# maxnet_iter_ctrl

**maxnet_iter_ctrl: wires at chosen ports, followed through buffers**

The bar under the picture is 50 um long.
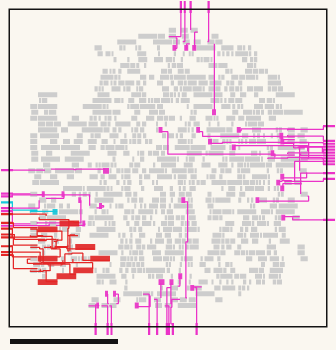
File: config.mk
export PLATFORM = sky130hd
export DESIGN_NAME = maxnet_iter_ctrl
export DESIGN_NICKNAME = d
export VERILOG_FILES = /design/src/rtl/maxnet_pkg.sv /design/src/rtl/maxnet_neuron.sv /design/src/rtl/maxnet_iter_ctrl.sv
export SDC_FILE = /design/constraint.sdc
export NUM_CORES = 1
export LEC_CHECK = 0
export CORE_MARGIN = 8
export CORE_UTILIZATION = 40
export DETAILED_ROUTE_END_ITERATION = 10
export PLACE_DENSITY = 0.6
export SLEW_MARGIN = 25
export SYNTH_ARGS = -nofsm -noshare
export SYNTH_HDL_FRONTEND = slang
export SYNTH_HIERARCHICAL = 1
export SYNTH_SLANG_ARGS = --single-unit
File: constraint.sdc
create_clock -name CLK -period 10.1 [get_ports CLK]
set_input_delay 1.01 -clock CLK [delete_from_list [all_inputs] [get_ports CLK]]
set_output_delay 1.01 -clock CLK [all_outputs]
set_load 0.05 [all_outputs]
File: src/rtl/maxnet_pkg.sv
// Shared definitions for the MaxNet winner-take-all stage:
// FSM state encoding, a constant-evaluable clog2 and adder-tree width helpers.
package maxnet_pkg;

    typedef enum logic [1:0] {
        IDLE = 2'd0,
        ITER = 2'd1,
        DONE = 2'd2
    } state_e;

    // Ceiling log2, usable in parameter and port-width expressions.
    function automatic int unsigned clog2(input int unsigned n);
        int unsigned r;
        r = 0;
        while ((32'd1 << r) < n) r = r + 1;
        return r;
    endfunction

    // Width needed to sum n unsigned w-bit values without overflow.
    function automatic int unsigned sum_width(input int unsigned n, input int unsigned w);
        return w + clog2(n);
    endfunction

    localparam int unsigned SUM_W_DEFAULT = sum_width(4, 8);

endpackage

File: src/rtl/maxnet_neuron.sv
// One MaxNet neuron: combinational lateral-inhibition update.
// a' = a - ((S - a) >> EPS_SHIFT), clamped at zero.
module maxnet_neuron
    import maxnet_pkg::*;
#(
    parameter int unsigned W         = 8,
    parameter int unsigned SUM_W     = SUM_W_DEFAULT,
    parameter int unsigned EPS_SHIFT = 3
) (
    input  logic [W-1:0]     a_i,
    input  logic [SUM_W-1:0] sum_i,
    output logic [W-1:0]     a_o
);

    logic [SUM_W-1:0] others;
    logic [SUM_W-1:0] inhib;

    // Inhibition from all other neurons, then clamp so the result never wraps.
    always_comb begin
        others = sum_i - SUM_W'(a_i);
        inhib  = others >> EPS_SHIFT;
        // inhib < a_i on the subtract path, so its low W bits are exact
        a_o    = (SUM_W'(a_i) > inhib) ? (a_i - inhib[W-1:0]) : '0;
    end

endmodule

File: src/rtl/maxnet_iter_ctrl.sv
// Iterative MaxNet winner-take-all controller.
// Loads N activations on start, applies one parallel inhibition update per
// clock until at most one neuron stays nonzero (or the update stalls), then
// reports the lowest-indexed nonzero neuron and its residual activation.
// Optional build macro MAXNET_TIMEOUT_EN adds an iteration limit of MAX_ITER.
module maxnet_iter_ctrl
    import maxnet_pkg::*;
#(
    parameter int unsigned N         = 4,
    parameter int unsigned W         = 8,
    parameter int unsigned EPS_SHIFT = 3,
    parameter int unsigned ITER_W    = 8,
    parameter int unsigned MAX_ITER  = 64
) (
    input  logic                  CLK,
    input  logic                  CLR,
    input  logic                  start,
    input  logic [N*W-1:0]        act_in,
    output logic                  busy,
    output logic                  done,
    output logic                  win_valid,
    output logic                  no_winner,
    output logic                  timeout,
    output logic [clog2(N)-1:0]   winner,
    output logic [W-1:0]          win_act,
    output logic [ITER_W-1:0]     iter_count,
    output logic [N*W-1:0]        act_out
);

    localparam int unsigned IDX_W = clog2(N);
    localparam int unsigned SUM_W = sum_width(N, W);
    localparam int unsigned CNT_W = clog2(N + 1);
    localparam logic [ITER_W-1:0] ITER_LIMIT = ITER_W'(MAX_ITER);

    state_e             state_q, state_d;
    logic [N*W-1:0]     act_q, act_d;
    logic [ITER_W-1:0]  iter_q, iter_d;
    logic               win_valid_q, win_valid_d;
    logic               no_winner_q, no_winner_d;
    logic               timeout_q, timeout_d;
    logic [IDX_W-1:0]   winner_q, winner_d;
    logic [W-1:0]       win_act_q, win_act_d;

    logic [SUM_W-1:0]   sum;
    logic [N*W-1:0]     act_nxt;
    logic [CNT_W-1:0]   nz_cnt;
    logic [IDX_W-1:0]   enc_idx;
    logic [W-1:0]       enc_act;
    logic               enc_found;
    logic [ITER_W-1:0]  iter_inc;
    logic               stall;
    logic               fin_nz;
    logic               timeout_hit;

    // Total activation feeding every neuron's inhibition term.
    always_comb begin
        sum = '0;
        for (int i = 0; i < N; i++) begin
            sum = sum + SUM_W'(act_q[i*W +: W]);
        end
    end

    for (genvar g = 0; g < N; g++) begin : g_neuron
        maxnet_neuron #(
            .W         (W),
            .SUM_W     (SUM_W),
            .EPS_SHIFT (EPS_SHIFT)
        ) u_neuron (
            .a_i   (act_q[g*W +: W]),
            .sum_i (sum),
            .a_o   (act_nxt[g*W +: W])
        );
    end

    // Nonzero count and lowest-index priority encoder over the updated values.
    always_comb begin
        nz_cnt    = '0;
        enc_idx   = '0;
        enc_act   = '0;
        enc_found = 1'b0;
        for (int i = 0; i < N; i++) begin
            if (act_nxt[i*W +: W] != '0) begin
                nz_cnt = nz_cnt + CNT_W'(1);
                if (!enc_found) begin
                    enc_found = 1'b1;
                    enc_idx   = IDX_W'(i);
                    enc_act   = act_nxt[i*W +: W];
                end
            end
        end
    end

    assign iter_inc = (iter_q == '1) ? iter_q : iter_q + ITER_W'(1);
    assign stall    = (act_nxt == act_q);
    assign fin_nz   = (nz_cnt <= CNT_W'(1));

`ifdef MAXNET_TIMEOUT_EN
    assign timeout_hit = (iter_inc >= ITER_LIMIT);
`else
    logic unused_iter_limit;
    assign unused_iter_limit = ^ITER_LIMIT;
    assign timeout_hit       = 1'b0;
`endif

    // Next-state and next-register logic for the load/iterate/report sequence.
    always_comb begin
        // NOTE: every signal gets its hold value first so no path infers a latch.
        state_d     = state_q;
        act_d       = act_q;
        iter_d      = iter_q;
        win_valid_d = win_valid_q;
        no_winner_d = no_winner_q;
        timeout_d   = timeout_q;
        winner_d    = winner_q;
        win_act_d   = win_act_q;
        unique case (state_q)
            IDLE, DONE: begin
                if (start) begin
                    state_d     = ITER;
                    act_d       = act_in;
                    iter_d      = '0;
                    win_valid_d = 1'b0;
                    no_winner_d = 1'b0;
                    timeout_d   = 1'b0;
                    winner_d    = '0;
                    win_act_d   = '0;
                end
            end
            ITER: begin
                act_d  = act_nxt;
                iter_d = iter_inc;
                if (fin_nz || stall || timeout_hit) begin
                    state_d     = DONE;
                    win_valid_d = (nz_cnt == CNT_W'(1));
                    no_winner_d = (nz_cnt != CNT_W'(1));
                    timeout_d   = !fin_nz && !stall;
                    winner_d    = enc_idx;
                    win_act_d   = enc_act;
                end
            end
            default: state_d = IDLE;
        endcase
    end

    // State and datapath registers with asynchronous clear.
    always_ff @(posedge CLK or posedge CLR) begin
        if (CLR) begin
            // NOTE: the activations are N flops rather than a memory, so they clear with everything else.
            state_q     <= IDLE;
            act_q       <= '0;
            iter_q      <= '0;
            win_valid_q <= 1'b0;
            no_winner_q <= 1'b0;
            timeout_q   <= 1'b0;
            winner_q    <= '0;
            win_act_q   <= '0;
        end else begin
            // NOTE: non-blocking so every register samples values from before the edge.
            state_q     <= state_d;
            act_q       <= act_d;
            iter_q      <= iter_d;
            win_valid_q <= win_valid_d;
            no_winner_q <= no_winner_d;
            timeout_q   <= timeout_d;
            winner_q    <= winner_d;
            win_act_q   <= win_act_d;
        end
    end

    assign busy       = (state_q == ITER);
    assign done       = (state_q == DONE);
    assign win_valid  = win_valid_q;
    assign no_winner  = no_winner_q;
    assign timeout    = timeout_q;
    assign winner     = winner_q;
    assign win_act    = win_act_q;
    assign iter_count = iter_q;
    assign act_out    = act_q;

endmodule

==> ci_impl_report.md <==
### Metrics collected by this job

| Metric | Value |
|---|---|
| Status | `finished, final reports clean` |
| Logic area | `0.00499 sq mm` |
| Critical Path RT | `10350 ps` |
| Well Taps | `225` |
| Tmin final | `8860 ps` |
| Slowest CP cell | `o31ai_2` |
| Yosys Chip Area | `0.00684 sq mm` |
| Mapped Cells | `839` |
| M3 GR Usage | `4.31%` |
| Number of signal-net buffers in the layout | `98` |
| Fa+ha+maj area frac | `18.8%` |
| Worst Setup SP | `act_out[1]` |
| Max-cap violations | `0` |
| Clk slew on worst S/H paths | `80 ps` |
| XOR-XNOR Cells, Area Fraction | `9.34%` |
| Die width | `147 um` |
| Most common logic cell in the routed design | `inv_1` |
| Placed wire-length estimate | `17.9 mm` |
| Signal buf overhead | `11.8%` |
| P&R area growth vs syn | `19.0%` |
| Setup bufs post-CTS | `0` |
| Multi-In Gates | `662` |
| Routed Antenna Nets | `0` |
| Nets | `1051` |
| Top non-seq family | `AND-OR/OR-AND gates` |
| Yosys simple share | `18.9%` |
| Non-filler cells in the finished layout | `1151` |
| Fmax | `0.113 GHz` |
| Vias per std cell | `5.59` |
| Area fraction in compound gates | `25.0%` |
| Hold buffer count at CTS | `0` |
| Comb/total area | `61.3%` |
| CTS tree | `done` |
| Net count after synthesis | `965` |
| Seq/total area | `16.9%` |
| Slew @ Worst Pin | `898 ps` |
| Worst path depth | `33` |
| Hold slack | `504 ps` |
About 'wires at chosen ports, followed through buffers' of maxnet_iter_ctrl:
cyan -> done  # bits 1, direction output, end cells 1, buffers 1, wire 28.9 um
red -> iter_count  # bits 8, direction output, end cells 8, buffers 8, wire 427 um
magenta -> act_in  # bits 32, direction input, end cells 32, buffers 32, wire 1120 um
IO Pins: 90
Port Buffers: 89


# instruction_fetch_queue

**instruction_fetch_queue: wires at chosen ports, followed through buffers**

The bar under the picture is 50 um long.
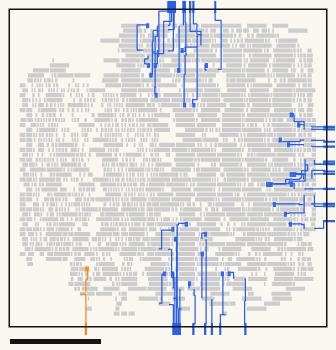
**instruction_fetch_queue: floorplan with the power grid**

The bar under the picture is 50 um long. Pins as bars on the die edge. Tap cells in gray.
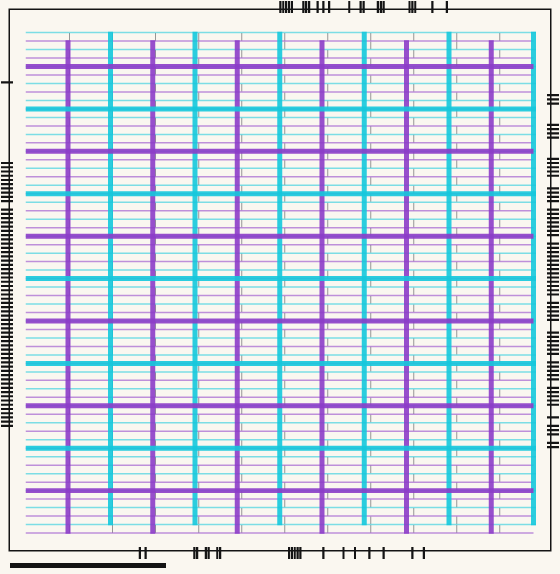
**instruction_fetch_queue: cell outlines without signal wires**

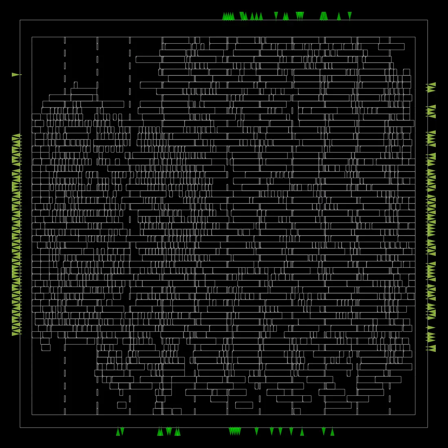
`config.mk`:
```
export PLATFORM = sky130hd
export DESIGN_NAME = instruction_fetch_queue
export DESIGN_NICKNAME = d
export VERILOG_FILES = /design/src/rtl/instruction_fetch_queue.sv
export SDC_FILE = /design/constraint.sdc
export NUM_CORES = 1
export LEC_CHECK = 0
export ABC_AREA = 1
export CAP_MARGIN = 20
export CORE_MARGIN = 5
export CORE_UTILIZATION = 57
export DETAILED_ROUTE_END_ITERATION = 10
export PLACE_DENSITY = 0.92
export SETUP_SLACK_MARGIN = 0.3
export SLEW_MARGIN = 10
export SYNTH_ARGS = -nofsm -noshare
export SYNTH_HDL_FRONTEND = slang
export SYNTH_SLANG_ARGS = --single-unit
export TNS_END_PERCENT = 30
```
`constraint.sdc`:
```
create_clock -name clk -period 6.42 [get_ports clk]
set_clock_uncertainty 0.2 [all_clocks]
set_input_delay 1.284 -clock clk [delete_from_list [all_inputs] [get_ports clk]]
set_output_delay 1.284 -clock clk [all_outputs]
set_load 0.03 [all_outputs]
```
`src/rtl/instruction_fetch_queue.sv`:
```
// Sequential instruction fetch with a request/grant + in-order response memory port,
// a DEPTH-entry {pc, instr} queue toward decode, and redirect-driven flush/squash.
module instruction_fetch_queue #(
    parameter int unsigned     XLEN            = 32,
    parameter int unsigned     DEPTH           = 4,
    parameter int unsigned     MAX_OUTSTANDING = 2,
    parameter logic [XLEN-1:0] RESET_PC        = '0,
    parameter int unsigned     INSTR_BYTES     = 4
) (
    input  logic            clk,
    input  logic            rst,
    input  logic            write_pc_i,
    input  logic [XLEN-1:0] pc_i,
    output logic            mem_req_o,
    output logic [XLEN-1:0] mem_addr_o,
    input  logic            mem_gnt_i,
    input  logic            mem_rvalid_i,
    input  logic [XLEN-1:0] mem_rdata_i,
    output logic            valid_o,
    input  logic            ready_i,
    output logic [XLEN-1:0] pc_o,
    output logic [XLEN-1:0] instr_o
);

    localparam int unsigned PTR_W = $clog2(DEPTH);
    localparam int unsigned CNT_W = PTR_W + 1;
    localparam int unsigned OUT_W = $clog2(MAX_OUTSTANDING) + 1;
    localparam int unsigned SUM_W = ((CNT_W > OUT_W) ? CNT_W : OUT_W) + 1;

    localparam logic [XLEN-1:0]  PC_STEP    = XLEN'(INSTR_BYTES);
    localparam logic [OUT_W-1:0] OUT_MAX    = OUT_W'(MAX_OUTSTANDING);
    localparam logic [OUT_W-1:0] OUT_ONE    = OUT_W'(1);
    localparam logic [CNT_W-1:0] CNT_ONE    = CNT_W'(1);
    localparam logic [PTR_W-1:0] PTR_ONE    = PTR_W'(1);
    localparam logic [SUM_W-1:0] CREDIT_MAX = SUM_W'(DEPTH);

    function automatic logic [XLEN-1:0] pc_advance(input logic [XLEN-1:0] pc);
        return pc + PC_STEP;
    endfunction

    logic [XLEN-1:0]  fetch_pc, fetch_pc_nxt;
    logic [XLEN-1:0]  resp_pc, resp_pc_nxt;
    logic [OUT_W-1:0] outstanding, outstanding_nxt;
    logic [OUT_W-1:0] discard, discard_nxt;
    logic [CNT_W-1:0] count, count_nxt;
    logic [PTR_W-1:0] wr_ptr, wr_ptr_nxt;
    logic [PTR_W-1:0] rd_ptr, rd_ptr_nxt;
    logic [SUM_W-1:0] credit_used;

    logic [XLEN-1:0]  pc_q    [DEPTH];
    logic [XLEN-1:0]  instr_q [DEPTH];

    logic req, grant, rsp_accept, push, pop, head_valid;

    // Handshake decode: credit covers both queued entries and in-flight requests
    always_comb begin
        credit_used = SUM_W'(count) + SUM_W'(outstanding);
        head_valid  = (count != '0);
        req         = !write_pc_i && (outstanding < OUT_MAX) && (credit_used < CREDIT_MAX);
        grant       = req && mem_gnt_i;
        rsp_accept  = mem_rvalid_i && (outstanding != '0);
        push        = rsp_accept && (discard == '0) && !write_pc_i;
        pop         = head_valid && ready_i && !write_pc_i;
    end

    always_comb begin
        outstanding_nxt = outstanding;
        case ({grant, rsp_accept})
            2'b10:   outstanding_nxt = outstanding + OUT_ONE;
            2'b01:   outstanding_nxt = outstanding - OUT_ONE;
            default: outstanding_nxt = outstanding;
        endcase

        // A redirect squashes every response still owed after this cycle
        discard_nxt = discard;
        if (write_pc_i) begin
            discard_nxt = outstanding - OUT_W'(rsp_accept);
        end else if (rsp_accept && (discard != '0)) begin
            discard_nxt = discard - OUT_ONE;
        end

        fetch_pc_nxt = fetch_pc;
        resp_pc_nxt  = resp_pc;
        if (write_pc_i) begin
            fetch_pc_nxt = pc_i;
            resp_pc_nxt  = pc_i;
        end else begin
            if (grant) fetch_pc_nxt = pc_advance(fetch_pc);
            if (push)  resp_pc_nxt  = pc_advance(resp_pc);
        end

        count_nxt  = count;
        wr_ptr_nxt = wr_ptr;
        rd_ptr_nxt = rd_ptr;
        if (write_pc_i) begin
            count_nxt  = '0;
            wr_ptr_nxt = '0;
            rd_ptr_nxt = '0;
        end else begin
            if (push) wr_ptr_nxt = wr_ptr + PTR_ONE;
            if (pop)  rd_ptr_nxt = rd_ptr + PTR_ONE;
            case ({push, pop})
                2'b10:   count_nxt = count + CNT_ONE;
                2'b01:   count_nxt = count - CNT_ONE;
                default: count_nxt = count;
            endcase
        end
    end

    // Control state register
    always_ff @(posedge clk or posedge rst) begin
        if (rst) begin
            fetch_pc    <= RESET_PC;
            resp_pc     <= RESET_PC;
            outstanding <= '0;
            discard     <= '0;
            count       <= '0;
            wr_ptr      <= '0;
            rd_ptr      <= '0;
        end else begin
            fetch_pc    <= fetch_pc_nxt;
            resp_pc     <= resp_pc_nxt;
            outstanding <= outstanding_nxt;
            discard     <= discard_nxt;
            count       <= count_nxt;
            wr_ptr      <= wr_ptr_nxt;
            rd_ptr      <= rd_ptr_nxt;
        end
    end

    // Queue storage; contents are only meaningful under count, so no reset
    always_ff @(posedge clk) begin
        if (push) begin
            pc_q[wr_ptr]    <= resp_pc;
            instr_q[wr_ptr] <= mem_rdata_i;
        end
    end

    always_comb begin
        mem_req_o  = !rst && req;
        mem_addr_o = rst ? '0 : fetch_pc;
        valid_o    = !rst && head_valid;
        pc_o       = valid_o ? pc_q[rd_ptr]    : '0;
        instr_o    = valid_o ? instr_q[rd_ptr] : '0;
    end

endmodule

```
==> ci_impl_report.md <==
### Metrics collected by this job

| Metric | Value |
|---|---|
| Worst R2R Setup Slack | `3240 ps` |
| Power Dens Cells | `366 mW/mm^2` |
| Hold wc startpoint | `fetch_pc[0]` |
| Mapped Cells | `1562` |
| Htree depth | `2` |
| Cell Int Power | `4.43 mW` |
| Sw Pwr | `2.33 mW` |
| Post_cts resized | `0` |
| Top-count cell post-synth | `nor2_1` |
| Worst hold-check path type | `flip-flop to flip-flop` |
| CP Buf/Inv Count | `2` |
| Logic inverters | `116` |
| Clock network area share | `6.01%` |
| DRT Pass-1 Iters | `6` |
| Pin count of the biggest net entering global routing | `76` |
| Hold Crit Depth | `2` |
| Reg-to-reg endpoint | `fetch_pc[31]` |
| Clk. pwr | `1.96 mW` |
| Comb/total area | `26.5%` |
| Combinational power share | `30.3%` |
| Core Util at FP | `58.1%` |
| Status | `finished, final reports clean` |
| Worst Setup SP | `rd_ptr[0]` |
About 'wires at chosen ports, followed through buffers' of instruction_fetch_queue:
blue -> pc_o  # bits 32, direction output, end cells 32, buffers 32, wire 1150 um
orange -> mem_gnt_i  # bits 1, direction input, end cells 1, buffers 1, wire 35.6 um
IO Pins: 168
Port Buffers: 167

About 'floorplan with the power grid' of instruction_fetch_queue:
cyan -> VDD
purple -> VSS
met4 straps = 12
signal pins = 168
die y size: 173 um
die width: 173 um

About 'cell outlines without signal wires' of instruction_fetch_queue:
Core Footprint: 0.0261 sq mm
fillers: 1749
Layout Utilization: 70.6%



## Gallery

Sequential cells colored by netlist name.
The bar under the picture is 50 um long. Other sequential cells in the stronger gray, the rest of the logic in the fainter gray.
picture 1
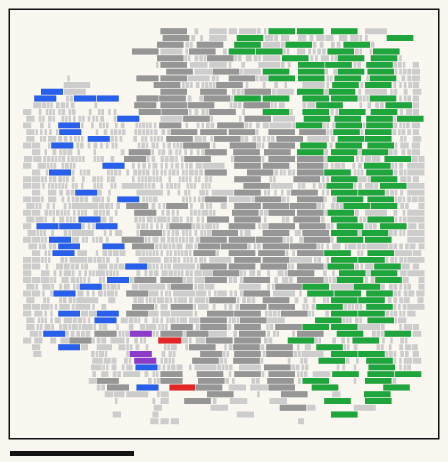
picture 2
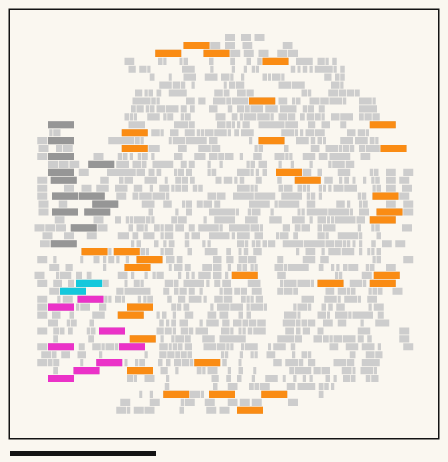
The one with the largest die is picture 1.
The one with the most sequential cells is picture 1.
- picture 2 = maxnet_iter_ctrl
- picture 1 = instruction_fetch_queue

Key to picture 2:
orange -> act_out  # placed flops 32
magenta -> iter_count  # placed flops 8, where south-west
cyan -> state_q  # placed flops 2
not colored = 13

Power is estimated from default activity; no workload was simulated.
